# ---- block 1 ----
`config.mk`:
```
export PLATFORM = sky130hd
export DESIGN_NAME = seg_shift_driver
export DESIGN_NICKNAME = d
export VERILOG_FILES = /design/src/rtl/seg_pkg.sv /design/src/rtl/seg_shift_driver_sclk_tick.sv /design/src/rtl/seg_shift_driver.sv
export SDC_FILE = /design/constraint.sdc
export NUM_CORES = 1
export LEC_CHECK = 0
export CAP_MARGIN = 30
export CORE_MARGIN = 2
export CORE_UTILIZATION = 58
export DETAILED_ROUTE_END_ITERATION = 16
export PLACE_DENSITY_LB_ADDON = 0.3
export SYNTH_ARGS = -nofsm -noshare
export SYNTH_HDL_FRONTEND = slang
export SYNTH_SLANG_ARGS = --single-unit
```
`constraint.sdc`:
```
create_clock -name clk_i -period 3.5 [get_ports clk_i]
set_clock_uncertainty 0.2 [all_clocks]
set_input_delay 1.05 -clock clk_i [delete_from_list [all_inputs] [get_ports clk_i]]
set_output_delay 1.05 -clock clk_i [all_outputs]
set_load 0.03 [all_outputs]
```
`src/rtl/seg_pkg.sv`:
```
// Shared types and constants for the seven-segment serial shift driver.
package seg_pkg;

  localparam int SEG_SEGS_DEFAULT = 7;

  typedef enum logic [1:0] {
    IDLE     = 2'd0,
    SHIFT_LO = 2'd1,
    SHIFT_HI = 2'd2,
    LATCH    = 2'd3
  } seg_state_t;

  // Serial bits per lane for a frame split evenly across the chains.
  function automatic int seg_bits(input int digits, input int segs, input int lanes);
    return (digits * segs) / lanes;
  endfunction

endpackage

```
`src/rtl/seg_shift_driver_sclk_tick.sv`:
```
// Half-period phase counter: one-cycle tick at the end of every SCLK_DIV-cycle phase.
module sclk_tick #(
  parameter int SCLK_DIV = 1
) (
  input  logic clk_i,
  input  logic rst_i,
  input  logic clr_i,
  output logic tick_o
);

  localparam int CW = (SCLK_DIV > 1) ? $clog2(SCLK_DIV) : 1;

  logic [CW-1:0] cnt_q, cnt_d;

  assign tick_o = (cnt_q == CW'(SCLK_DIV - 1));

  always_comb begin
    cnt_d = cnt_q + CW'(1);
    if (clr_i || tick_o) cnt_d = '0;
  end

  always_ff @(posedge clk_i) begin
    if (rst_i) cnt_q <= '0;
    else       cnt_q <= cnt_d;
  end

endmodule

```
`src/rtl/seg_shift_driver.sv`:
```
// Serialises a packed seven-segment frame onto LANES 74HC595-style chains with retrigger coalescing.
// Build option SEG_SHIFT_DRIVER_ACTIVE_LOW_EN inverts every shifted segment bit (common-anode).
//
// state    | meaning
// IDLE     | outputs quiet; launches from start_i or a pending shadow frame
// SHIFT_LO | sclk_o low, current bit presented on data_o
// SHIFT_HI | sclk_o high, chain samples data_o
// LATCH    | latch_o high, storage registers update
module seg_shift_driver
  import seg_pkg::*;
#(
  parameter int DIGITS   = 6,
  parameter int SEGS     = SEG_SEGS_DEFAULT,
  parameter int LANES    = 1,
  parameter int SCLK_DIV = 1
) (
  input  logic                   clk_i,
  input  logic                   rst_i,
  input  logic                   start_i,
  input  logic [DIGITS*SEGS-1:0] data_i,
  output logic                   busy_o,
  output logic                   done_o,
  output logic                   sclk_o,
  output logic [LANES-1:0]       data_o,
  output logic                   latch_o
);

  localparam int W    = DIGITS * SEGS;
  localparam int BITS = seg_bits(DIGITS, SEGS, LANES);
  localparam int CNTW = $clog2(BITS + 1);

`ifdef SEG_SHIFT_DRIVER_ACTIVE_LOW_EN
  localparam logic INV = 1'b1;
`else
  localparam logic INV = 1'b0;
`endif

  if ((DIGITS % LANES) != 0) begin : g_bad_lanes
    $error("seg_shift_driver: DIGITS must be a multiple of LANES");
  end
  if (SCLK_DIV < 1) begin : g_bad_div
    $error("seg_shift_driver: SCLK_DIV must be at least 1");
  end

  seg_state_t      state_q, state_d;
  logic [W-1:0]    sreg_q, sreg_d;
  logic [W-1:0]    shadow_q, shadow_d;
  logic [CNTW-1:0] cnt_q, cnt_d;
  logic            pending_q, pending_d;
  logic            done_q, done_d;
  logic            tick, tick_clr, capture, launch;

  sclk_tick #(.SCLK_DIV(SCLK_DIV)) u_tick (
    .clk_i  (clk_i),
    .rst_i  (rst_i),
    .clr_i  (tick_clr),
    .tick_o (tick)
  );

  always_comb begin
    state_d   = state_q;
    sreg_d    = sreg_q;
    shadow_d  = shadow_q;
    cnt_d     = cnt_q;
    pending_d = pending_q;
    done_d    = 1'b0;
    launch    = 1'b0;
    // The done cycle is treated as still busy so a start there queues behind it.
    capture   = start_i && ((state_q != IDLE) || done_q || pending_q);
    if (capture) begin
      shadow_d  = data_i;
      pending_d = 1'b1;
    end
    case (state_q)
      IDLE: begin
        if (pending_q) begin
          sreg_d    = shadow_q;
          pending_d = capture;
          launch    = 1'b1;
        end else if (start_i && !done_q) begin
          sreg_d = data_i;
          launch = 1'b1;
        end
      end
      SHIFT_LO: if (tick) state_d = SHIFT_HI;
      SHIFT_HI: begin
        if (tick) begin
          sreg_d  = sreg_q << 1;
          cnt_d   = cnt_q - CNTW'(1);
          state_d = (cnt_q == CNTW'(1)) ? LATCH : SHIFT_LO;
        end
      end
      LATCH: begin
        if (tick) begin
          state_d = IDLE;
          done_d  = 1'b1;
        end
      end
      default: state_d = IDLE;
    endcase
    if (launch) begin
      state_d = SHIFT_LO;
      cnt_d   = CNTW'(BITS);
    end
    tick_clr = launch;
  end

  always_ff @(posedge clk_i) begin
    if (rst_i) begin
      state_q   <= IDLE;
      sreg_q    <= '0;
      shadow_q  <= '0;
      cnt_q     <= '0;
      pending_q <= 1'b0;
      done_q    <= 1'b0;
    end else begin
      state_q   <= state_d;
      sreg_q    <= sreg_d;
      shadow_q  <= shadow_d;
      cnt_q     <= cnt_d;
      pending_q <= pending_d;
      done_q    <= done_d;
    end
  end

  assign busy_o  = (state_q != IDLE);
  assign done_o  = done_q;
  assign sclk_o  = (state_q == SHIFT_HI);
  assign latch_o = (state_q == LATCH);

  // Lane k's current bit is the MSB of its BITS-wide slice; digit 0 sits in lane 0.
  always_comb begin
    data_o = '0;
    if ((state_q == SHIFT_LO) || (state_q == SHIFT_HI)) begin
      for (int k = 0; k < LANES; k++) data_o[k] = sreg_q[W-1-k*BITS] ^ INV;
    end
  end

endmodule

```
block_1/clock_map.png
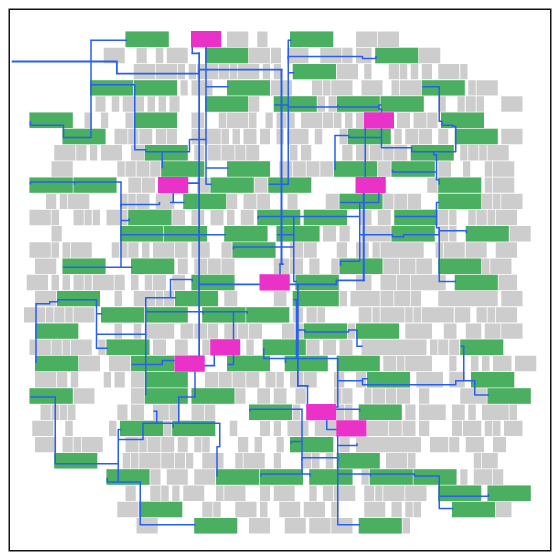
[green] flip-flops | count: 95
[magenta] cells driving clock nets | count: 9
[blue] clock wires | length: 1060 um
routed clock nets	10
flops lie	widely spread

block_1/registers.png
Other sequential cells in the stronger grey, the rest of the logic in the fainter grey.
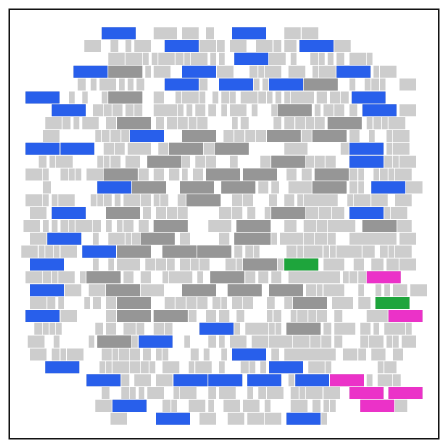
colour	netlist name	sequential cells
green	state_q	2
magenta	cnt_q	6
blue	shadow_q	42
not coloured	45
register area: 0.00190 mm2
sequential cell area share: 37.4%
Layout Utilization: 70.1%

==> impl_metrics.csv <==
group,metric,value,unit
power_and_ir_drop,p_per_area,849,mW/mm2
sta,finalCriticalPeriod,3260,ps
sta,worst_pin_slew,831,ps
sta,timing.slew.headroom,44.6,%
final_layout,n_antenna_cell,0,
power_and_ir_drop,power,0.00432,W
worst_setup_path,crit_chain,"inv_1 -> ha_1 -> and2_1 -> clkdlybuf4s50_1",
power_and_ir_drop,power_clock,0.000842,W
power_and_ir_drop,power-top-group,"combinational logic",
routing,wl_met2,4.49,mm
worst_setup_path,r2r_cells,8,
clocking,cts_tree,"yes",
sta,fin_crit_sh,93.1,%
die,design.portCount,50,
worst_setup_path,critPathArrivalTime,2010,ps
synth,async_flop_share,0,%
grt,gr-total-overflow,0,
final_layout,nets,608,
synth,ys.flops,95,
min_path,hp-start,"shadow_q[2]$_SDFFE_PP0P_",
synth,top_cell,"dfxtp_1",
grt,grt.busiest_layer,"met2",
final_layout,instances_no_fill,660,
grt,met3_usage,3.51,%
outcome,status,"complete, no violations",
routing,met3WireLength,266,um
cells by family after synthesis:
group	after synthesis	share of synthesized area [%]
buffers and inverters	49	5.58
XOR/XNOR	4	0.806
AND/OR/NAND/NOR	193	20.1
adder cells (fa/ha/maj)	7	2.01
multiplexers	43	9.90
flip-flops	95	43.7
AND-OR/OR-AND	139	17.7
other	1	0.0862
layout make-up:
class                   instances  area (um2)  share of cell area (%)
inverters                       5        18.8                   0.369
clock inverters                 4        76.3                    1.50
clock buffers                  12         165                    3.25
repair buffers                 58         586                    11.5
multi-input cells             387        2210                    43.5
well taps                      99         124                    2.44
flip-flops and latches         95        1900                    37.4

# ---- block 2 ----
File: config.mk
export PLATFORM = sky130hd
export DESIGN_NAME = alu_result_fifo_flat
export DESIGN_NICKNAME = d
export VERILOG_FILES = /design/src/rtl/alu_result_fifo_if.sv /design/src/rtl/alu_result_fifo.sv /design/src/flat_wrapper.sv
export SDC_FILE = /design/constraint.sdc
export NUM_CORES = 1
export LEC_CHECK = 0
export ABC_AREA = 0
export CORE_MARGIN = 5
export CORE_UTILIZATION = 58
export CTS_CLUSTER_DIAMETER = 200
export DETAILED_ROUTE_END_ITERATION = 6
export PLACE_DENSITY_LB_ADDON = 0.3
export SLEW_MARGIN = 20
export SYNTH_ARGS = -nofsm -noshare
export SYNTH_HDL_FRONTEND = slang
export SYNTH_SLANG_ARGS = --single-unit
File: constraint.sdc
create_clock -name clk -period 5.3 [get_ports clk]
set_clock_uncertainty 0.05 [all_clocks]
set_input_delay 0.795 -clock clk [delete_from_list [all_inputs] [get_ports clk]]
set_output_delay 0.795 -clock clk [all_outputs]
set_load 0.005 [all_outputs]
File: src/rtl/alu_result_fifo_if.sv
// ---------------------------------------------------------------------------
// alu_result_fifo_if
// Bundles the two valid/ready handshakes of the ALU result FIFO.
//   in_valid  / in_ready  / in_data  / in_tag  : producer -> FIFO
//   out_valid / out_ready / out_data / out_tag : FIFO -> consumer
// Modports:
//   slave  : the FIFO's view (accepts on the in_* side, offers on the out_* side)
//   master : the environment's view (producer and consumer combined)
// ---------------------------------------------------------------------------
interface alu_result_fifo_if #(
  parameter int DATA_W = 10,
  parameter int TAG_W  = 2
);
  logic              in_valid;
  logic              in_ready;
  logic [DATA_W-1:0] in_data;
  logic [TAG_W-1:0]  in_tag;
  logic              out_valid;
  logic              out_ready;
  logic [DATA_W-1:0] out_data;
  logic [TAG_W-1:0]  out_tag;

  modport slave (
    input  in_valid, in_data, in_tag, out_ready,
    output in_ready, out_valid, out_data, out_tag
  );

  modport master (
    output in_valid, in_data, in_tag, out_ready,
    input  in_ready, out_valid, out_data, out_tag
  );
endinterface

File: src/rtl/alu_result_fifo.sv
// ---------------------------------------------------------------------------
// alu_result_fifo
// Output buffer for the 5-bit signed ALU. Each accepted result (DATA_W bits)
// is stored with its op tag (TAG_W bits) in a DEPTH-entry FIFO and released
// in order. Per-op saturating counters record how many results of each op
// were accepted.
// Ports:
//   clk        rising-edge clock
//   rst_n      asynchronous active-low reset (flushes FIFO and counters)
//   bus        alu_result_fifo_if.slave: in_* producer side, out_* consumer side
//   count      current occupancy, 0..DEPTH
//   full       count == DEPTH (in_ready is its complement)
//   empty      count == 0     (out_valid is its complement)
//   clr_stats  synchronous clear of all op counters, wins over a same-cycle push
//   op_cnt     {cnt11, cnt10, cnt01, cnt00}, CNT_W bits each
// ---------------------------------------------------------------------------
module alu_result_fifo #(
  parameter int DATA_W = 10,
  parameter int TAG_W  = 2,
  parameter int DEPTH  = 4,
  parameter int CNT_W  = 8
) (
  input  logic                     clk,
  input  logic                     rst_n,
  alu_result_fifo_if.slave         bus,
  output logic [$clog2(DEPTH):0]   count,
  output logic                     full,
  output logic                     empty,
  input  logic                     clr_stats,
  output logic [4*CNT_W-1:0]       op_cnt
);

  localparam int PTR_W   = $clog2(DEPTH);
  localparam int OCC_W   = PTR_W + 1;
  localparam int NUM_OPS = 4;

  localparam logic [OCC_W-1:0] DEPTH_C  = OCC_W'(DEPTH);
  localparam logic [OCC_W-1:0] OCC_ONE  = OCC_W'(1);
  localparam logic [PTR_W-1:0] PTR_ONE  = PTR_W'(1);
  localparam logic [CNT_W-1:0] STAT_MAX = {CNT_W{1'b1}};
  localparam logic [CNT_W-1:0] STAT_ONE = CNT_W'(1);

  // Storage; data and tag are kept side by side so the head is one read.
  logic [DATA_W-1:0] mem_data_r [DEPTH];
  logic [TAG_W-1:0]  mem_tag_r  [DEPTH];

  logic [PTR_W-1:0]  wr_ptr_r;
  logic [PTR_W-1:0]  rd_ptr_r;
  logic [OCC_W-1:0]  count_r;
  logic [OCC_W-1:0]  count_nxt_s;
  logic              full_r;
  logic              empty_r;
  logic              push_s;
  logic              pop_s;

  logic [CNT_W-1:0]   stat_r [NUM_OPS];
  logic [4*CNT_W-1:0] op_cnt_s;

  // Handshake outputs come from registered flags only, so in_ready never
  // looks at in_valid and out_valid never looks at out_ready.
  assign bus.in_ready  = ~full_r;
  assign bus.out_valid = ~empty_r;
  assign bus.out_data  = mem_data_r[rd_ptr_r];
  assign bus.out_tag   = mem_tag_r[rd_ptr_r];

  assign push_s = bus.in_valid & ~full_r;
  assign pop_s  = bus.out_ready & ~empty_r;

  assign count  = count_r;
  assign full   = full_r;
  assign empty  = empty_r;
  assign op_cnt = op_cnt_s;

  // Next occupancy: push and pop together leave it unchanged.
  always_comb begin
    count_nxt_s = count_r;
    case ({push_s, pop_s})
      2'b10:   count_nxt_s = count_r + OCC_ONE;
      2'b01:   count_nxt_s = count_r - OCC_ONE;
      default: count_nxt_s = count_r;
    endcase
  end

  // Occupancy, pointers and the full/empty flags derived from next occupancy.
  always_ff @(posedge clk or negedge rst_n) begin
    if (!rst_n) begin
      count_r  <= '0;
      wr_ptr_r <= '0;
      rd_ptr_r <= '0;
      full_r   <= 1'b0;
      empty_r  <= 1'b1;
    end else begin
      count_r <= count_nxt_s;
      full_r  <= (count_nxt_s == DEPTH_C);
      empty_r <= (count_nxt_s == '0);
      // DEPTH is a power of two, so pointer overflow is the modulo wrap.
      if (push_s) begin
        wr_ptr_r <= wr_ptr_r + PTR_ONE;
      end
      if (pop_s) begin
        rd_ptr_r <= rd_ptr_r + PTR_ONE;
      end
    end
  end

  // Entry storage; cleared on reset so the head reads zero while empty.
  always_ff @(posedge clk or negedge rst_n) begin
    if (!rst_n) begin
      for (int i = 0; i < DEPTH; i++) begin
        mem_data_r[i] <= '0;
        mem_tag_r[i]  <= '0;
      end
    end else if (push_s) begin
      mem_data_r[wr_ptr_r] <= bus.in_data;
      mem_tag_r[wr_ptr_r]  <= bus.in_tag;
    end
  end

  // Per-op saturating counters of accepted results; clr_stats wins.
  always_ff @(posedge clk or negedge rst_n) begin
    if (!rst_n) begin
      for (int i = 0; i < NUM_OPS; i++) begin
        stat_r[i] <= '0;
      end
    end else if (clr_stats) begin
      for (int i = 0; i < NUM_OPS; i++) begin
        stat_r[i] <= '0;
      end
    end else if (push_s) begin
      for (int i = 0; i < NUM_OPS; i++) begin
        if ((bus.in_tag == TAG_W'(i)) && (stat_r[i] != STAT_MAX)) begin
          stat_r[i] <= stat_r[i] + STAT_ONE;
        end
      end
    end
  end

  // Pack counters with op 00 in the least significant slot.
  always_comb begin
    op_cnt_s = '0;
    for (int i = 0; i < NUM_OPS; i++) begin
      op_cnt_s[i*CNT_W +: CNT_W] = stat_r[i];
    end
  end

endmodule

File: src/flat_wrapper.sv
// flat-port wrapper written by rule: the top's interface ports become plain ports
module alu_result_fifo_flat 
#(
  parameter int DATA_W = 10,
  parameter int TAG_W  = 2,
  parameter int DEPTH  = 4,
  parameter int CNT_W  = 8
)
  (clk, rst_n, count, full, empty, clr_stats, op_cnt, bus_in_valid, bus_in_data, bus_in_tag, bus_out_ready, bus_in_ready, bus_out_valid, bus_out_data, bus_out_tag);
  alu_result_fifo_if #(.DATA_W(DATA_W), .TAG_W(TAG_W)) bus_i ();
  input  logic clk;
  input  logic rst_n;
  output logic [$clog2(DEPTH):0] count;
  output logic full;
  output logic empty;
  input  logic clr_stats;
  output logic [4*CNT_W-1:0] op_cnt;
  input wire logic [$bits(bus_i.in_valid)-1:0] bus_in_valid;
  input wire logic [$bits(bus_i.in_data)-1:0] bus_in_data;
  input wire logic [$bits(bus_i.in_tag)-1:0] bus_in_tag;
  input wire logic [$bits(bus_i.out_ready)-1:0] bus_out_ready;
  output wire logic [$bits(bus_i.in_ready)-1:0] bus_in_ready;
  output wire logic [$bits(bus_i.out_valid)-1:0] bus_out_valid;
  output wire logic [$bits(bus_i.out_data)-1:0] bus_out_data;
  output wire logic [$bits(bus_i.out_tag)-1:0] bus_out_tag;
  assign bus_i.in_valid = bus_in_valid;
  assign bus_i.in_data = bus_in_data;
  assign bus_i.in_tag = bus_in_tag;
  assign bus_i.out_ready = bus_out_ready;
  assign bus_in_ready = bus_i.in_ready;
  assign bus_out_valid = bus_i.out_valid;
  assign bus_out_data = bus_i.out_data;
  assign bus_out_tag = bus_i.out_tag;
  alu_result_fifo #(.DATA_W(DATA_W), .TAG_W(TAG_W), .DEPTH(DEPTH), .CNT_W(CNT_W)) u_core (.clk(clk), .rst_n(rst_n), .bus(bus_i), .count(count), .full(full), .empty(empty), .clr_stats(clr_stats), .op_cnt(op_cnt));
endmodule
block_2/registers.png
Other sequential cells in the stronger grey, the rest of the logic in the fainter grey.
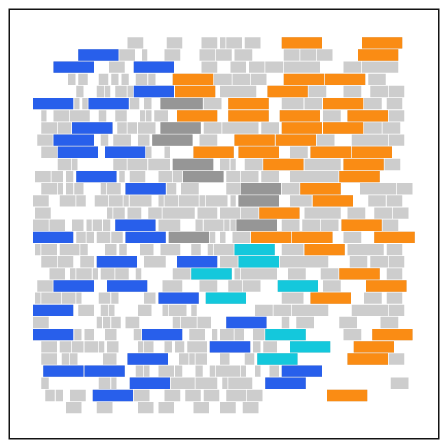
colour	netlist name	sequential cells
orange	u_core.mem_data_r	40
blue	u_core.op_cnt	32
cyan	u_core.mem_tag_r	8

==> impl_metrics.csv <==
group,metric,value,unit
outcome,status,"complete, no violations",
die,rows,31,
final_layout,finish.utilization,72.3,%
clocking,root_buffer,"clkbuf_8",
grt,grt_usage,20.0,%
worst_setup_path,regToRegEndpoint,"u_core.full$_DFF_PN0_",
synth,ys_sh_mux,20.5,%
sta,finalCriticalPeriod,3170,ps
placed_design,dp_worst_setup_slack,1880,ps
clocking,cts_made_buffers,9,
worst_setup_path,cp-endpoint,"bus_out_tag[0]",
worst_setup_path,r2r_cells,7,
clocking,clockBufferDepth,2,
synth,postSynthAreaPerCell,12.8,um2
final_layout,fillers,524,
power_and_ir_drop,intPower,0.00175,W
grt,met2_usage,33.8,%
final_layout,n_antenna_cell,0,
synth,ff_type,"dfrtp_1",
sta,worst_pin_slew,869,ps
final_layout,inv_count,9,
clocking,clk_pin_slew,90,ps
power_and_ir_drop,p_per_area,464,mW/mm2
synth,synth.comb.largest_family,"multiplexers",
grt,use_met1,26.3,%
routing,detail_route.wl_per_cell,17.2,um
routing,wl_met2,4.38,mm
## flip-flops by register name, summed over array words and instances, names as in the netlist
signal and flops:
u_core.count 3, u_core.mem_data_r 40, u_core.op_cnt 32, u_core.full 1, u_core.rd_ptr_r 2, u_core.wr_ptr_r 2, u_core.mem_tag_r 8, u_core.empty 1
## power groups by stage
stage | sequential, W | clock, W | combinational [W]
floorplan | 0.00100 | 0 | 0.000574
global placement | 0.00108 | 0 | 0.000828
detailed placement | 0.00109 | 0 | 0.000860
CTS | 0.00108 | 0.000507 | 0.000861
global route | 0.00111 | 0.000534 | 0.000929
finish | 0.00107 | 0.000497 | 0.000847

# ---- block 3 ----
$ cat src/rtl/riscv_hazard_ctrl.sv
// Hazard controller for the 5-stage RV32I pipeline: stage stalls and clears,
// EX operand forwarding selects and saturating stall/flush counters.

module riscv_hazard_fwd (
  input  logic [4:0] ex_rs,
  input  logic [4:0] mem_rd,
  input  logic       mem_regwrite,
  input  logic [4:0] wb_rd,
  input  logic       wb_regwrite,
  output logic [1:0] sel
);
  // EX/MEM is the younger producer, so it wins over MEM/WB
  always_comb begin
    sel = 2'b00;
    if (mem_regwrite && mem_rd != 5'd0 && mem_rd == ex_rs)
      sel = 2'b10;
    else if (wb_regwrite && wb_rd != 5'd0 && wb_rd == ex_rs)
      sel = 2'b01;
  end
endmodule

module riscv_hazard_ctrl #(
  parameter int FLUSH_CYCLES = 2,
  parameter int CNT_W        = 32
) (
  input  logic             i_clk,
  input  logic             i_rst,
  input  logic [4:0]       i_id_rs1,
  input  logic [4:0]       i_id_rs2,
  input  logic             i_id_rs1_used,
  input  logic             i_id_rs2_used,
  input  logic [4:0]       i_ex_rd,
  input  logic             i_ex_mem_read,
  input  logic [4:0]       i_ex_rs1,
  input  logic [4:0]       i_ex_rs2,
  input  logic             i_ex_redirect,
  input  logic [4:0]       i_mem_rd,
  input  logic             i_mem_regwrite,
  input  logic [4:0]       i_wb_rd,
  input  logic             i_wb_regwrite,
  input  logic             i_dmem_req,
  input  logic             i_dmem_ack,
  output logic             o_pc_stall,
  output logic             o_ifid_stall,
  output logic             o_idex_stall,
  output logic             o_exmem_stall,
  output logic             o_memwb_stall,
  output logic             o_ifid_clr,
  output logic             o_idex_clr,
  output logic [1:0]       o_fwd_a,
  output logic [1:0]       o_fwd_b,
  output logic [CNT_W-1:0] o_stall_cnt,
  output logic [CNT_W-1:0] o_flush_cnt
);
  localparam int NUM_OPS = 2;

  typedef enum logic {RUN, REDIRECT} state_t;

  state_t     state, state_nxt;
  logic [3:0] cnt, cnt_nxt;
  logic       mem_stall, load_use, flush_inc;

  logic [NUM_OPS-1:0][4:0] ex_rs;
  logic [NUM_OPS-1:0][1:0] fwd;

  assign ex_rs = {i_ex_rs2, i_ex_rs1};

  for (genvar g = 0; g < NUM_OPS; g++) begin : g_fwd
    riscv_hazard_fwd u_fwd (
      .ex_rs        (ex_rs[g]),
      .mem_rd       (i_mem_rd),
      .mem_regwrite (i_mem_regwrite),
      .wb_rd        (i_wb_rd),
      .wb_regwrite  (i_wb_regwrite),
      .sel          (fwd[g])
    );
  end

  assign o_fwd_a = i_rst ? 2'b00 : fwd[0];
  assign o_fwd_b = i_rst ? 2'b00 : fwd[1];

  assign mem_stall = i_dmem_req & ~i_dmem_ack;
  assign load_use  = i_ex_mem_read & (i_ex_rd != 5'd0) &
                     ((i_id_rs1_used & (i_id_rs1 == i_ex_rd)) |
                      (i_id_rs2_used & (i_id_rs2 == i_ex_rd)));

  always_ff @(posedge i_clk or posedge i_rst) begin
    if (i_rst) begin
      state <= RUN;
      cnt   <= 4'd0;
    end else begin
      state <= state_nxt;
      cnt   <= cnt_nxt;
    end
  end

  // A memory wait freezes everything, including a pending redirect, which
  // is re-evaluated once the frozen EX instruction is released.
  always_comb begin
    state_nxt     = state;
    cnt_nxt       = cnt;
    flush_inc     = 1'b0;
    o_pc_stall    = 1'b0;
    o_ifid_stall  = 1'b0;
    o_idex_stall  = 1'b0;
    o_exmem_stall = 1'b0;
    o_memwb_stall = 1'b0;
    o_ifid_clr    = 1'b0;
    o_idex_clr    = 1'b0;
    if (!i_rst) begin
      if (mem_stall) begin
        o_pc_stall    = 1'b1;
        o_ifid_stall  = 1'b1;
        o_idex_stall  = 1'b1;
        o_exmem_stall = 1'b1;
        o_memwb_stall = 1'b1;
      end else begin
        case (state)
          RUN: begin
            if (i_ex_redirect) begin
              o_ifid_clr = 1'b1;
              o_idex_clr = 1'b1;
              flush_inc  = 1'b1;
              if (FLUSH_CYCLES > 1) begin
                state_nxt = REDIRECT;
                cnt_nxt   = 4'(FLUSH_CYCLES - 1);
              end
            end else if (load_use) begin
              o_pc_stall   = 1'b1;
              o_ifid_stall = 1'b1;
              o_idex_clr   = 1'b1;
            end
          end
          REDIRECT: begin
            // ID and EX hold wrong-path work here, so hazards are ignored
            o_ifid_clr = 1'b1;
            cnt_nxt    = cnt - 4'd1;
            if (cnt <= 4'd1) state_nxt = RUN;
          end
          default: state_nxt = RUN;
        endcase
      end
    end
  end

  always_ff @(posedge i_clk or posedge i_rst) begin
    if (i_rst) begin
      o_stall_cnt <= '0;
      o_flush_cnt <= '0;
    end else begin
      if (o_pc_stall && o_stall_cnt != '1) o_stall_cnt <= o_stall_cnt + 1'b1;
      if (flush_inc && o_flush_cnt != '1)  o_flush_cnt <= o_flush_cnt + 1'b1;
    end
  end
endmodule

$ cat config.mk
export PLATFORM = sky130hd
export DESIGN_NAME = riscv_hazard_ctrl
export DESIGN_NICKNAME = d
export VERILOG_FILES = /design/src/rtl/riscv_hazard_ctrl.sv
export SDC_FILE = /design/constraint.sdc
export NUM_CORES = 1
export LEC_CHECK = 0
export ABC_AREA = 1
export CORE_MARGIN = 2
export CORE_UTILIZATION = 51
export CTS_BUF_LIST = sky130_fd_sc_hd__clkbuf_16
export CTS_CLUSTER_DIAMETER = 60
export DETAILED_ROUTE_END_ITERATION = 12
export GPL_TIMING_DRIVEN = 0
export PLACE_DENSITY = 0.81
export SYNTH_ARGS = -nofsm -noshare
export SYNTH_HDL_FRONTEND = slang
export SYNTH_SLANG_ARGS = --single-unit
$ cat constraint.sdc
create_clock -name i_clk -period 3.85 [get_ports i_clk]
set_input_delay 0.385 -clock i_clk [delete_from_list [all_inputs] [get_ports i_clk]]
set_output_delay 0.385 -clock i_clk [all_outputs]
set_load 0.02 [all_outputs]
block_3/final_placement.png
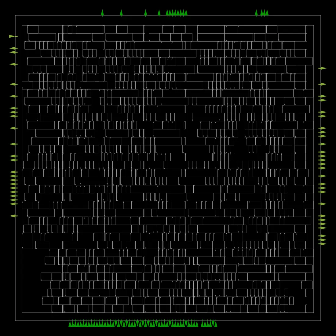
fin cells: 1035
sequential cell area share: 25.6%
Fillers: 873

block_3/met4.png
Bar = 20 um. Supply wires on this layer in grey.
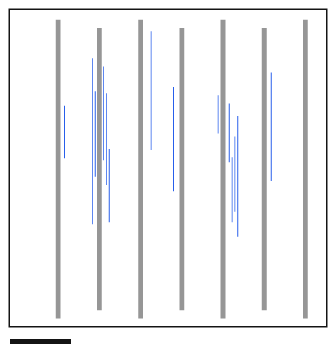
wire length on this layer	408 um
longest straight run	54.4 um

==> impl_metrics.csv <==
group,metric,value,unit
outcome,status,"complete, no violations",
grt,antenna_found_initial,0,
power_and_ir_drop,pwr-share-comb,29.9,%
clocking,insertion_delay,330,ps
worst_setup_path,r2r_start,"o_stall_cnt[0]$_DFFE_PP0P_",
sta,finalMaxSlewViolations,0,
worst_setup_path,cp_num_cells,9,
min_path,whs_path_depth,1,
power_and_ir_drop,power-top-group,"sequential cells",
placed_design,gp_routability_congestion,1.05,
synth,synth.area.top_cells,"dfrtp_1 34%, nand2_1 22%, xor2_1 7.0%",
worst_setup_path,crit_chain,"clkdlybuf4s50_1 -> inv_4 -> nand2_1 -> inv_1 -> nand2_1 -> nor2_2 -> inv_1 -> o21ai_0 -> clkdlybuf4s50_1",
worst_setup_path,worstPathRequired,3460,ps
final_layout,nNonClkBuffers,136,
clocking,clk_pin_slew,50,ps
synth,ys_types,30,
routing,drt-vias-per-instance,5.17,
placed_design,dp.cells,1019,
sta,grt_setup_unrepaired,"false",
synth,synth_top_cell_by_area,"dfrtp_1",
routing,ant_nets,0,
synth,top_area_share,33.8,%
final_layout,ff_count,69,
die,design.portCount,120,
sta,fin_crit_sh,89.7,%
-- layer usage --
metal	routed length, um	GRT usage [%]	up-vias
met5	0	0	-
met4	408	10.4	0
met3	764	4.95	31
met2	7410	48.9	183
met1	6360	35.1	2481
li1	-	-	2655
-- flip-flops by register name, summed over array words and instances (netlist names) --
register     cells
o_stall_cnt     32
cnt              4
o_flush_cnt     32
state            1
-- worst register-to-register path, cell delays in order, from the launching register on --
cell     delay, ps
dfrtp_1        540
ha_1           410
nand3_2        210
inv_2          110
nand2_2         80
nor2_4         150
nand4_4        130
buf_2          240
nand3_1        120
nand2_1         60

# ---- block 4 ----
## src/rtl/joycon_pkg.sv

```systemverilog
// Shared definitions for the NES pad poller and the CPU-facing joycon register block.
package joycon_pkg;

  typedef enum logic [2:0] {
    IDLE  = 3'd0,
    LATCH = 3'd1,
    GAP   = 3'd2,
    HIGH  = 3'd3,
    LOW   = 3'd4,
    DONE  = 3'd5
  } state_e;

  // Bit positions inside the 8-bit snapshot, in the order the pad shifts them out.
  localparam int unsigned BTN_A      = 0;
  localparam int unsigned BTN_B      = 1;
  localparam int unsigned BTN_SELECT = 2;
  localparam int unsigned BTN_START  = 3;
  localparam int unsigned BTN_UP     = 4;
  localparam int unsigned BTN_DOWN   = 5;
  localparam int unsigned BTN_LEFT   = 6;
  localparam int unsigned BTN_RIGHT  = 7;

  localparam logic [7:0] BTN_NONE = 8'hFF;

  function automatic int unsigned max_u(input int unsigned a, input int unsigned b);
    return (a > b) ? a : b;
  endfunction

endpackage

```

## src/rtl/joycon_sync2.sv

```systemverilog
// Two-flop synchronizer for the asynchronous pad data line; idles high like the pad pull-up.
module joycon_sync2 (
  input  logic clk,
  input  logic rst,
  input  logic d,
  output logic q
);

  logic meta;

  // NOTE: sequential state uses non-blocking assignments so both flops sample the pre-edge values.
  always_ff @(posedge clk or negedge rst) begin
    if (!rst) begin
      meta <= 1'b1;
      q    <= 1'b1;
    end else begin
      meta <= d;
      q    <= meta;
    end
  end

endmodule

```

## src/rtl/joycon_pad_poller.sv

```systemverilog
// Host-side poller for a CD4021-style NES pad: periodic latch, 7 shift clocks, 8-bit snapshot.
module joycon_pad_poller
  import joycon_pkg::*;
#(
  parameter int unsigned LATCH_CYCLES = 600,
  parameter int unsigned HALF_CYCLES  = 300,
  parameter int unsigned POLL_CYCLES  = 833333
) (
  input  logic       clk,
  input  logic       rst,
  input  logic       enable,
  input  logic       pad_data,
  output logic       pad_latch,
  output logic       pad_clk,
  output logic [7:0] buttons,
  output logic       valid,
  output logic       busy
);

  localparam int unsigned TMAX = max_u(LATCH_CYCLES, HALF_CYCLES);
  localparam int unsigned TW   = (TMAX > 1) ? $clog2(TMAX) : 1;
  localparam int unsigned IW   = (POLL_CYCLES > 1) ? $clog2(POLL_CYCLES) : 1;

  localparam logic [TW-1:0] LATCH_LAST = TW'(LATCH_CYCLES - 1);
  localparam logic [TW-1:0] HALF_LAST  = TW'(HALF_CYCLES - 1);
  localparam logic [IW-1:0] POLL_LAST  = IW'(POLL_CYCLES - 1);

  state_e        state, state_n;
  logic [TW-1:0] timer;
  logic [IW-1:0] interval;
  logic [2:0]    bit_idx;
  logic [7:0]    capture;
  logic          pd_s;
  logic          poll_tick;
  logic          phase_last;

  joycon_sync2 u_sync (
    .clk (clk),
    .rst (rst),
    .d   (pad_data),
    .q   (pd_s)
  );

  // Free-running poll interval; independent of enable and of the state machine.
  always_ff @(posedge clk or negedge rst) begin
    if (!rst) begin
      interval <= '0;
    end else if (poll_tick) begin
      interval <= '0;
    end else begin
      interval <= interval + IW'(1);
    end
  end

  assign poll_tick  = (interval == POLL_LAST);
  assign phase_last = (state == LATCH) ? (timer == LATCH_LAST) : (timer == HALF_LAST);

  // NOTE: every always_comb output gets a default first so no path can infer a latch.
  always_comb begin
    state_n = state;
    case (state)
      IDLE:    if (poll_tick && enable) state_n = LATCH;
      LATCH:   if (phase_last) state_n = GAP;
      GAP:     if (phase_last) state_n = HIGH;
      HIGH:    if (phase_last) state_n = LOW;
      LOW:     if (phase_last) state_n = (bit_idx == 3'd7) ? DONE : HIGH;
      DONE:    state_n = IDLE;
      default: state_n = IDLE;
    endcase
  end

  assign busy  = (state != IDLE);
  assign valid = (state == DONE);

  // Pad strobes are decoded from the next state so the registered pins line up with the state.
  always_ff @(posedge clk or negedge rst) begin
    if (!rst) begin
      state     <= IDLE;
      timer     <= '0;
      pad_latch <= 1'b0;
      pad_clk   <= 1'b0;
    end else begin
      state     <= state_n;
      timer     <= (state_n != state || state == IDLE) ? '0 : timer + TW'(1);
      pad_latch <= (state_n == LATCH);
      pad_clk   <= (state_n == HIGH);
    end
  end

  // NOTE: the capture register is reset too, so an interrupted poll never leaks stale bits.
  always_ff @(posedge clk or negedge rst) begin
    if (!rst) begin
      capture <= BTN_NONE;
      bit_idx <= '0;
      buttons <= BTN_NONE;
    end else begin
      if (state == GAP && phase_last) begin
        capture[0] <= pd_s;
        bit_idx    <= 3'd1;
      end
      if (state == LOW && phase_last) begin
        capture[bit_idx] <= pd_s;
        if (bit_idx == 3'd7) begin
          // Snapshot lands on the DONE cycle, together with the valid pulse.
          buttons <= {pd_s, capture[6:0]};
        end else begin
          bit_idx <= bit_idx + 3'd1;
        end
      end
    end
  end

endmodule

```

## config.mk

```make
export PLATFORM = sky130hd
export DESIGN_NAME = joycon_pad_poller
export DESIGN_NICKNAME = d
export VERILOG_FILES = /design/src/rtl/joycon_pkg.sv /design/src/rtl/joycon_sync2.sv /design/src/rtl/joycon_pad_poller.sv
export SDC_FILE = /design/constraint.sdc
export NUM_CORES = 1
export LEC_CHECK = 0
export CORE_ASPECT_RATIO = 2
export CORE_UTILIZATION = 59
export CTS_CLUSTER_SIZE = 20
export DETAILED_ROUTE_END_ITERATION = 6
export PLACE_DENSITY = 0.79
export RECOVER_POWER = 50
export SKIP_CTS_REPAIR_TIMING = 1
export SYNTH_ARGS = -nofsm -noshare
export SYNTH_HDL_FRONTEND = slang
export SYNTH_SLANG_ARGS = --single-unit
```

## constraint.sdc

```tcl
create_clock -name clk -period 3.5 [get_ports clk]
set_input_delay 0.35 -clock clk [delete_from_list [all_inputs] [get_ports clk]]
set_output_delay 0.35 -clock clk [all_outputs]
set_load 0.03 [all_outputs]
```

==> impl_metrics.csv <==
group,metric,value,unit
outcome,status,"complete, but fails checks",
outcome,failed_checks,"max-capacitance violations, max-slew violations",
sta,fin_crit_sh,66.1,%
sta,setup_tns,0,ps
min_path,hp-start,"u_sync.meta$_DFF_PN1_",
routing,drt_iter0_markers,21,
grt,met2_usage,44.5,%
sta,finalMaxSlewViolations,45,
run,max_cap_viol_count,1,
worst_setup_path,critPathArrivalTime,2550,ps
min_path,whs_endpoint,"u_sync.q$_DFF_PN1_",
worst_setup_path,worstPathRequired,3740,ps
final_layout,dominant_cells,"flip-flops and latches",
placed_design,dp.cells,318,
final_layout,logic_area,0.00124,mm2
sta,worst_pin_slew,2270,ps
clocking,cts-htree-levels,2,
final_layout,postLayoutCellArea,0.00298,mm2
synth,synthesis.nets,265,
==> power by group <==
part           switching [W]  leakage [nW]  internal [W]  total [W]
Sequential        0.00000139         0.667      0.000638   0.000639
Clock               0.000204        0.0445      0.000140   0.000345
Combinational      0.0000120         0.532    0.00000227  0.0000143
==> sequential cells by signal, summed over array words and instances, names as in the netlist <==
signal,flops
capture,7
state,3
u_sync.meta,1
bit_idx,3
timer,10
interval,20
pad_clk,1
pad_latch,1
u_sync.q,1
buttons,8
block_4/wire_density.png
Bar = 10 um. The die is cut into 10 by 20 equal tiles; dark purple is low, yellow is high, scaled to the fullest tile. Values are wire area over tile area, all layers added.
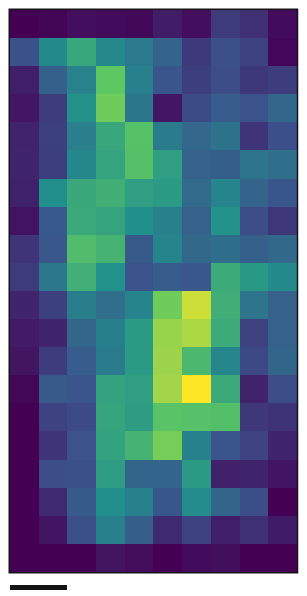
densest ninth of the die	centre
nearly empty tiles	8.0%
fullest tile	0.50
mean over tiles	0.16
emptiest ninth of the die	lower left

block_4/final_placement.png
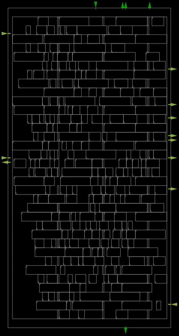
flop count: 55
row cnt: 34
Layout Utilization: 68.0%
fin cells: 326


# ---- block 5 ----
block_5/met4.png
Bar = 50 um. Supply wires on this layer in grey.
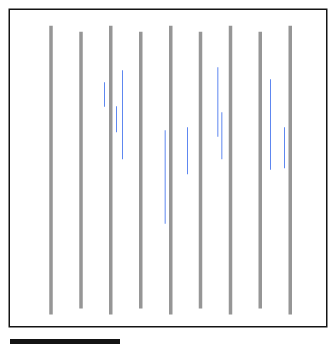
block_5/registers.png
Other sequential cells in the stronger grey, the rest of the logic in the fainter grey.
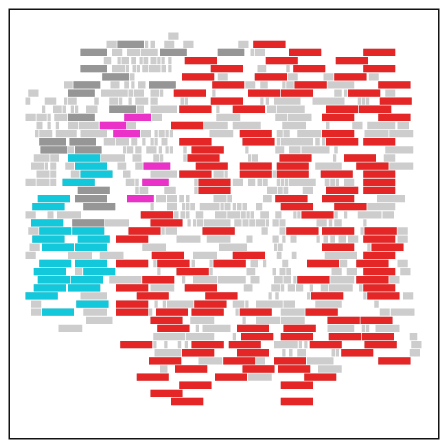
block_5/clock_map.png
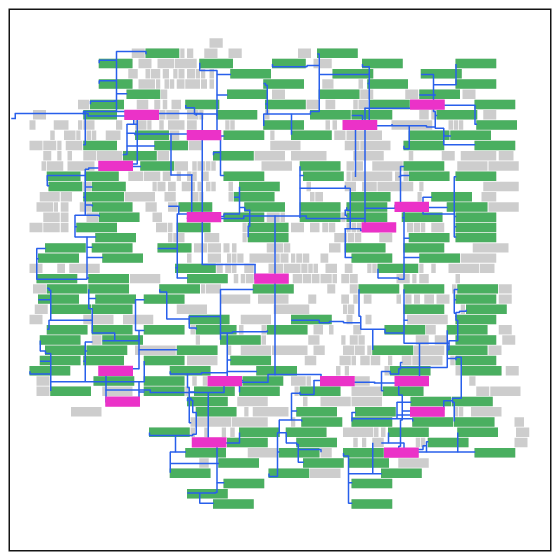
## config.mk

```make
export PLATFORM = sky130hd
export DESIGN_NAME = bht_ctrl
export DESIGN_NICKNAME = d
export VERILOG_FILES = /design/src/rtl/bht_ctrl_pkg.sv /design/src/rtl/bht_upd_fifo.sv /design/src/rtl/bht_ctrl.sv
export SDC_FILE = /design/constraint.sdc
export NUM_CORES = 1
export LEC_CHECK = 0
export CAP_MARGIN = 20
export CORE_MARGIN = 5
export CORE_UTILIZATION = 46
export DETAILED_ROUTE_END_ITERATION = 12
export PLACE_DENSITY = 0.66
export REMOVE_ABC_BUFFERS = 1
export SLEW_MARGIN = 25
export SYNTH_ARGS = -nofsm -noshare
export SYNTH_HDL_FRONTEND = slang
export SYNTH_HIERARCHICAL = 1
export SYNTH_SLANG_ARGS = --single-unit
```

## constraint.sdc

```tcl
create_clock -name clk -period 14.5 [get_ports clk]
set_clock_uncertainty 0.2 [all_clocks]
set_input_delay 2.9 -clock clk [delete_from_list [all_inputs] [get_ports clk]]
set_output_delay 2.9 -clock clk [all_outputs]
set_load 0.05 [all_outputs]
```

## src/rtl/bht_ctrl_pkg.sv

```systemverilog
// Shared definitions for the branch history table controller:
// PC width, 2-bit counter encodings, FSM states and counter update helper.
package bht_ctrl_pkg;

    localparam int ADDR_WIDTH = 32;

    typedef enum logic [1:0] {
        BHT_SNT = 2'b00,
        BHT_WNT = 2'b01,
        BHT_WT  = 2'b10,
        BHT_ST  = 2'b11
    } bht_cnt_e;

    typedef enum logic {
        INIT = 1'b0,
        RUN  = 1'b1
    } bht_state_e;

    // Saturating 2-bit counter step toward the resolved outcome.
    function automatic logic [1:0] bht_next(input logic [1:0] cnt,
                                            input logic       taken);
        logic [1:0] res;
        res = cnt;
        if (taken && cnt != BHT_ST)
            res = cnt + 2'd1;
        else if (!taken && cnt != BHT_SNT)
            res = cnt - 2'd1;
        return res;
    endfunction

endpackage

```

## src/rtl/bht_upd_fifo.sv

```systemverilog
// Training-update FIFO: stores {table index, taken} per resolved branch.
// Ports: clk, rst (async low), rdy (freeze), push/pop, full/empty, head out.
module bht_upd_fifo
    import bht_ctrl_pkg::*;
#(
    parameter int IDX_W = 6,
    parameter int DEPTH = 4
) (
    input  logic             clk,
    input  logic             rst,
    input  logic             rdy,
    input  logic             push,
    input  logic [IDX_W-1:0] push_idx,
    input  logic             push_taken,
    input  logic             pop,
    output logic             full,
    output logic             empty,
    output logic [IDX_W-1:0] head_idx,
    output logic             head_taken
);

    localparam int PTR_W = $clog2(DEPTH);
    localparam int CNT_W = PTR_W + 1;

    logic [IDX_W-1:0] mem_idx   [DEPTH];
    logic             mem_taken [DEPTH];
    logic [PTR_W-1:0] wr_ptr;
    logic [PTR_W-1:0] rd_ptr;
    logic [CNT_W-1:0] count;
    logic             do_push;
    logic             do_pop;

    assign full       = (count == CNT_W'(DEPTH));
    assign empty      = (count == '0);
    assign do_push    = rdy && push && !full;
    assign do_pop     = rdy && pop && !empty;
    assign head_idx   = mem_idx[rd_ptr];
    assign head_taken = mem_taken[rd_ptr];

    always_ff @(posedge clk) begin
        if (do_push) begin
            mem_idx[wr_ptr]   <= push_idx;
            mem_taken[wr_ptr] <= push_taken;
        end
    end

    always_ff @(posedge clk or negedge rst) begin
        if (!rst) begin
            wr_ptr <= '0;
            rd_ptr <= '0;
            count  <= '0;
        end else begin
            if (do_push)
                wr_ptr <= wr_ptr + PTR_W'(1);
            if (do_pop)
                rd_ptr <= rd_ptr + PTR_W'(1);
            unique case ({do_push, do_pop})
                2'b10:   count <= count + CNT_W'(1);
                2'b01:   count <= count - CNT_W'(1);
                default: count <= count;
            endcase
        end
    end

endmodule

```

## src/rtl/bht_ctrl.sv

```systemverilog
// BHT controller: owns the 2-bit counter table, serves fetch lookups,
// drains ROB training updates from a FIFO with anti-starvation arbitration.
// Ports: clk, rst (async low), rdy, lookup_*, pred_*, upd_*, init_done.
module bht_ctrl
    import bht_ctrl_pkg::*;
#(
    parameter int ADDR_W     = ADDR_WIDTH,
    parameter int IDX_W      = 6,
    parameter int FIFO_DEPTH = 4,
    parameter int STARVE_LIM = 8
) (
    input  logic              clk,
    input  logic              rst,
    input  logic              rdy,
    input  logic              lookup_valid,
    input  logic [ADDR_W-1:0] lookup_pc,
    output logic              lookup_ready,
    output logic              pred_valid,
    output logic              pred_taken,
    input  logic              upd_valid,
    input  logic [ADDR_W-1:0] upd_pc,
    input  logic              upd_taken,
    output logic              upd_ready,
    output logic              init_done
);

    localparam int ENTRIES = 1 << IDX_W;
    localparam int SC_W    = $clog2(STARVE_LIM + 1);

    bht_state_e       state;
    bht_state_e       state_nxt;
    logic [IDX_W-1:0] init_idx;
    logic [SC_W-1:0]  starve_cnt;
    logic [1:0]       tbl [ENTRIES];

    logic [IDX_W-1:0] lk_idx;
    logic [IDX_W-1:0] up_idx;
    logic [IDX_W-1:0] head_idx;
    logic             head_taken;
    logic             full;
    logic             empty;
    logic             force_drain;
    logic             lk_acc;
    logic             drain;
    logic             init_last;
    logic             tbl_we;
    logic [IDX_W-1:0] tbl_waddr;
    logic [1:0]       tbl_wdata;
    logic             unused_pc_bits;

    assign lk_idx = lookup_pc[IDX_W+1:2];
    assign up_idx = upd_pc[IDX_W+1:2];
    assign unused_pc_bits = ^{lookup_pc[ADDR_W-1:IDX_W+2], lookup_pc[1:0],
                              upd_pc[ADDR_W-1:IDX_W+2], upd_pc[1:0]};

    // A lookup owns the table unless the FIFO has waited too long.
    assign force_drain  = (starve_cnt == SC_W'(STARVE_LIM)) && !empty;
    assign lookup_ready = rdy && (state == RUN) && !force_drain;
    assign lk_acc       = lookup_valid && lookup_ready;
    assign drain        = rdy && (state == RUN) && !empty && !lk_acc;
    assign upd_ready    = rdy && rst && !full;
    assign init_last    = (init_idx == '1);

    bht_upd_fifo #(
        .IDX_W (IDX_W),
        .DEPTH (FIFO_DEPTH)
    ) u_fifo (
        .clk        (clk),
        .rst        (rst),
        .rdy        (rdy),
        .push       (upd_valid && upd_ready),
        .push_idx   (up_idx),
        .push_taken (upd_taken),
        .pop        (drain),
        .full       (full),
        .empty      (empty),
        .head_idx   (head_idx),
        .head_taken (head_taken)
    );

    always_comb begin
        state_nxt = state;
        tbl_we    = 1'b0;
        tbl_waddr = init_idx;
        tbl_wdata = BHT_WNT;
        unique case (state)
            INIT: begin
                if (rdy) begin
                    tbl_we = 1'b1;
                    if (init_last)
                        state_nxt = RUN;
                end
            end
            RUN: begin
                if (drain) begin
                    tbl_we    = 1'b1;
                    tbl_waddr = head_idx;
                    tbl_wdata = bht_next(tbl[head_idx], head_taken);
                end
            end
            default: state_nxt = INIT;
        endcase
    end

    // Table contents are established by the INIT sweep, not by reset.
    always_ff @(posedge clk) begin
        if (tbl_we)
            tbl[tbl_waddr] <= tbl_wdata;
    end

    always_ff @(posedge clk or negedge rst) begin
        if (!rst) begin
            state      <= INIT;
            init_idx   <= '0;
            init_done  <= 1'b0;
            starve_cnt <= '0;
            pred_valid <= 1'b0;
            pred_taken <= 1'b0;
        end else if (rdy) begin
            state      <= state_nxt;
            pred_valid <= lk_acc;
            if (lk_acc)
                pred_taken <= tbl[lk_idx][1];
            if (state == INIT) begin
                init_idx <= init_idx + IDX_W'(1);
                if (init_last)
                    init_done <= 1'b1;
            end
            if (drain || empty)
                starve_cnt <= '0;
            else if (lk_acc)
                starve_cnt <= starve_cnt + SC_W'(1);
        end
    end

endmodule

```

==> impl_metrics.csv <==
group,metric,value,unit
power_and_ir_drop,power,0.00139,W
final_layout,finish.utilization,53.5,%
outcome,status,"complete, no violations",
grt,grt_pass1_vias,4852,
worst_setup_path,r2r_cells,13,
grt,grt_pass1_wl,27.5,mm
power_and_ir_drop,p_sw_share,28.4,%
synth,ys.flops,177,
routing,detail_route.wl_per_cell,22.3,um
synth,postSynthAreaPerCell,15.6,um2
die,die_y,143,um
die,rows,48,
placed_design,dp.cells,759,
final_layout,num-multi-input-gates,314,
die,die_x,143,um
synth,synth-edff-count,156,
synth,async_flop_share,11.9,%
final_layout,instances_no_fill,791,
power_and_ir_drop,share_seq_of_total_power,44.8,%
routing,dr.max_layer_used,"met4",
routing,met3WireLength,1.13,mm
worst_setup_path,cp-endpoint,"lookup_ready",
placed_design,gp_routability_congestion,0.885,
clocking,post_cts.repair.setup_buffers,0,
worst_setup_path,cp-startpoint,"rdy",
About block_5/met4.png:
longest straight run	42.2 um
wire length on this layer	237 um
share of all routed wire	1.4%
nets with wire on the layer	6
main direction	vertical
vias post-DR: 4656
drt total wl: 17.6 mm

About block_5/registers.png:
colour	netlist name	sequential cells
cyan	u_fifo/mem_idx	24
red	tbl	128
magenta	init_idx	6

About block_5/clock_map.png:
[green] flip-flops | count: 177
[magenta] cells driving clock nets | count: 17
[blue] clock wires | length: 1920 um
routed clock nets	18

==> registers in the layout, summed over array words and instances, names as in the netlist <==
signal and count:
tbl 128, u_fifo/mem_idx 24, init_idx 6, starve_cnt 4, u_fifo/mem_taken 4, u_fifo/count 3, u_fifo/rd_ptr 2, u_fifo/wr_ptr 2
init_done 1, pred_taken 1, pred_valid 1, state 1
==> worst max-delay path, stage by stage <==
cell and delay (ps):
clkdlybuf4s50_1 680, nand2_1 130, nor2_1 150, clkdlybuf4s50_1 830


## Gallery

Wire density map.
picture 1
Bar = 20 um. The die is cut into 19 by 19 equal tiles; dark purple is low, yellow is high, scaled to the fullest tile. Values are wire area over tile area, all layers added.
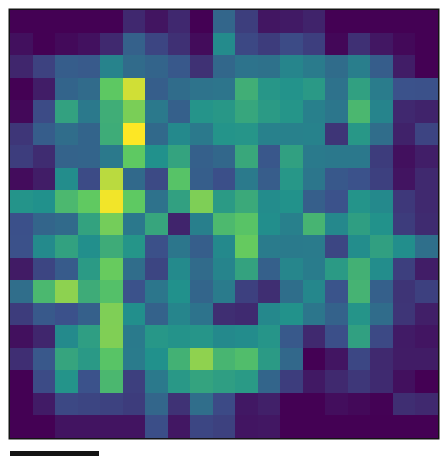
picture 2
Bar = 20 um. The die is cut into 18 by 18 equal tiles; dark purple is low, yellow is high, scaled to the fullest tile. Values are wire area over tile area, all layers added.
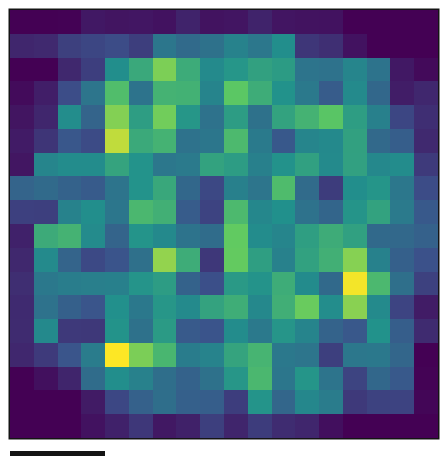
picture 3
Bar = 20 um. The die is cut into 21 by 21 equal tiles; dark purple is low, yellow is high, scaled to the fullest tile. Values are wire area over tile area, all layers added.
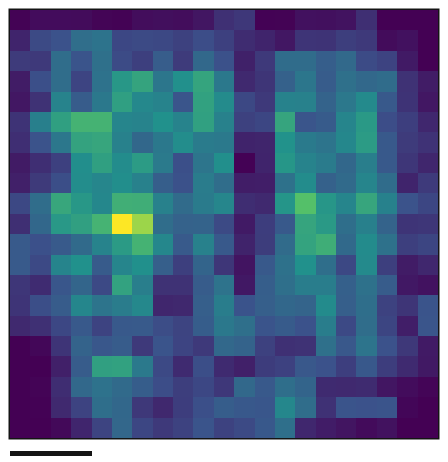
picture 4
Bar = 50 um. The die is cut into 29 by 29 equal tiles; dark purple is low, yellow is high, scaled to the fullest tile. Values are wire area over tile area, all layers added.
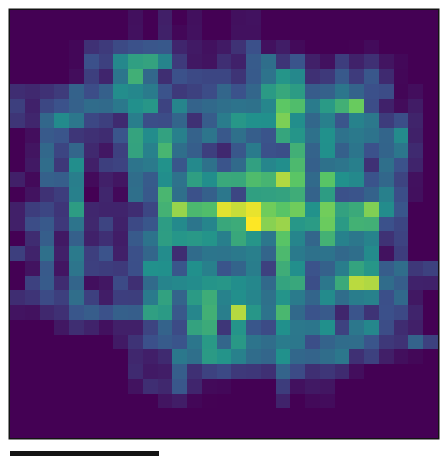
- largest die: picture 4
block 3: picture 3
block 1: picture 2
block 5: picture 4
block 2: picture 1

Power and IR drop assume default switching activity.
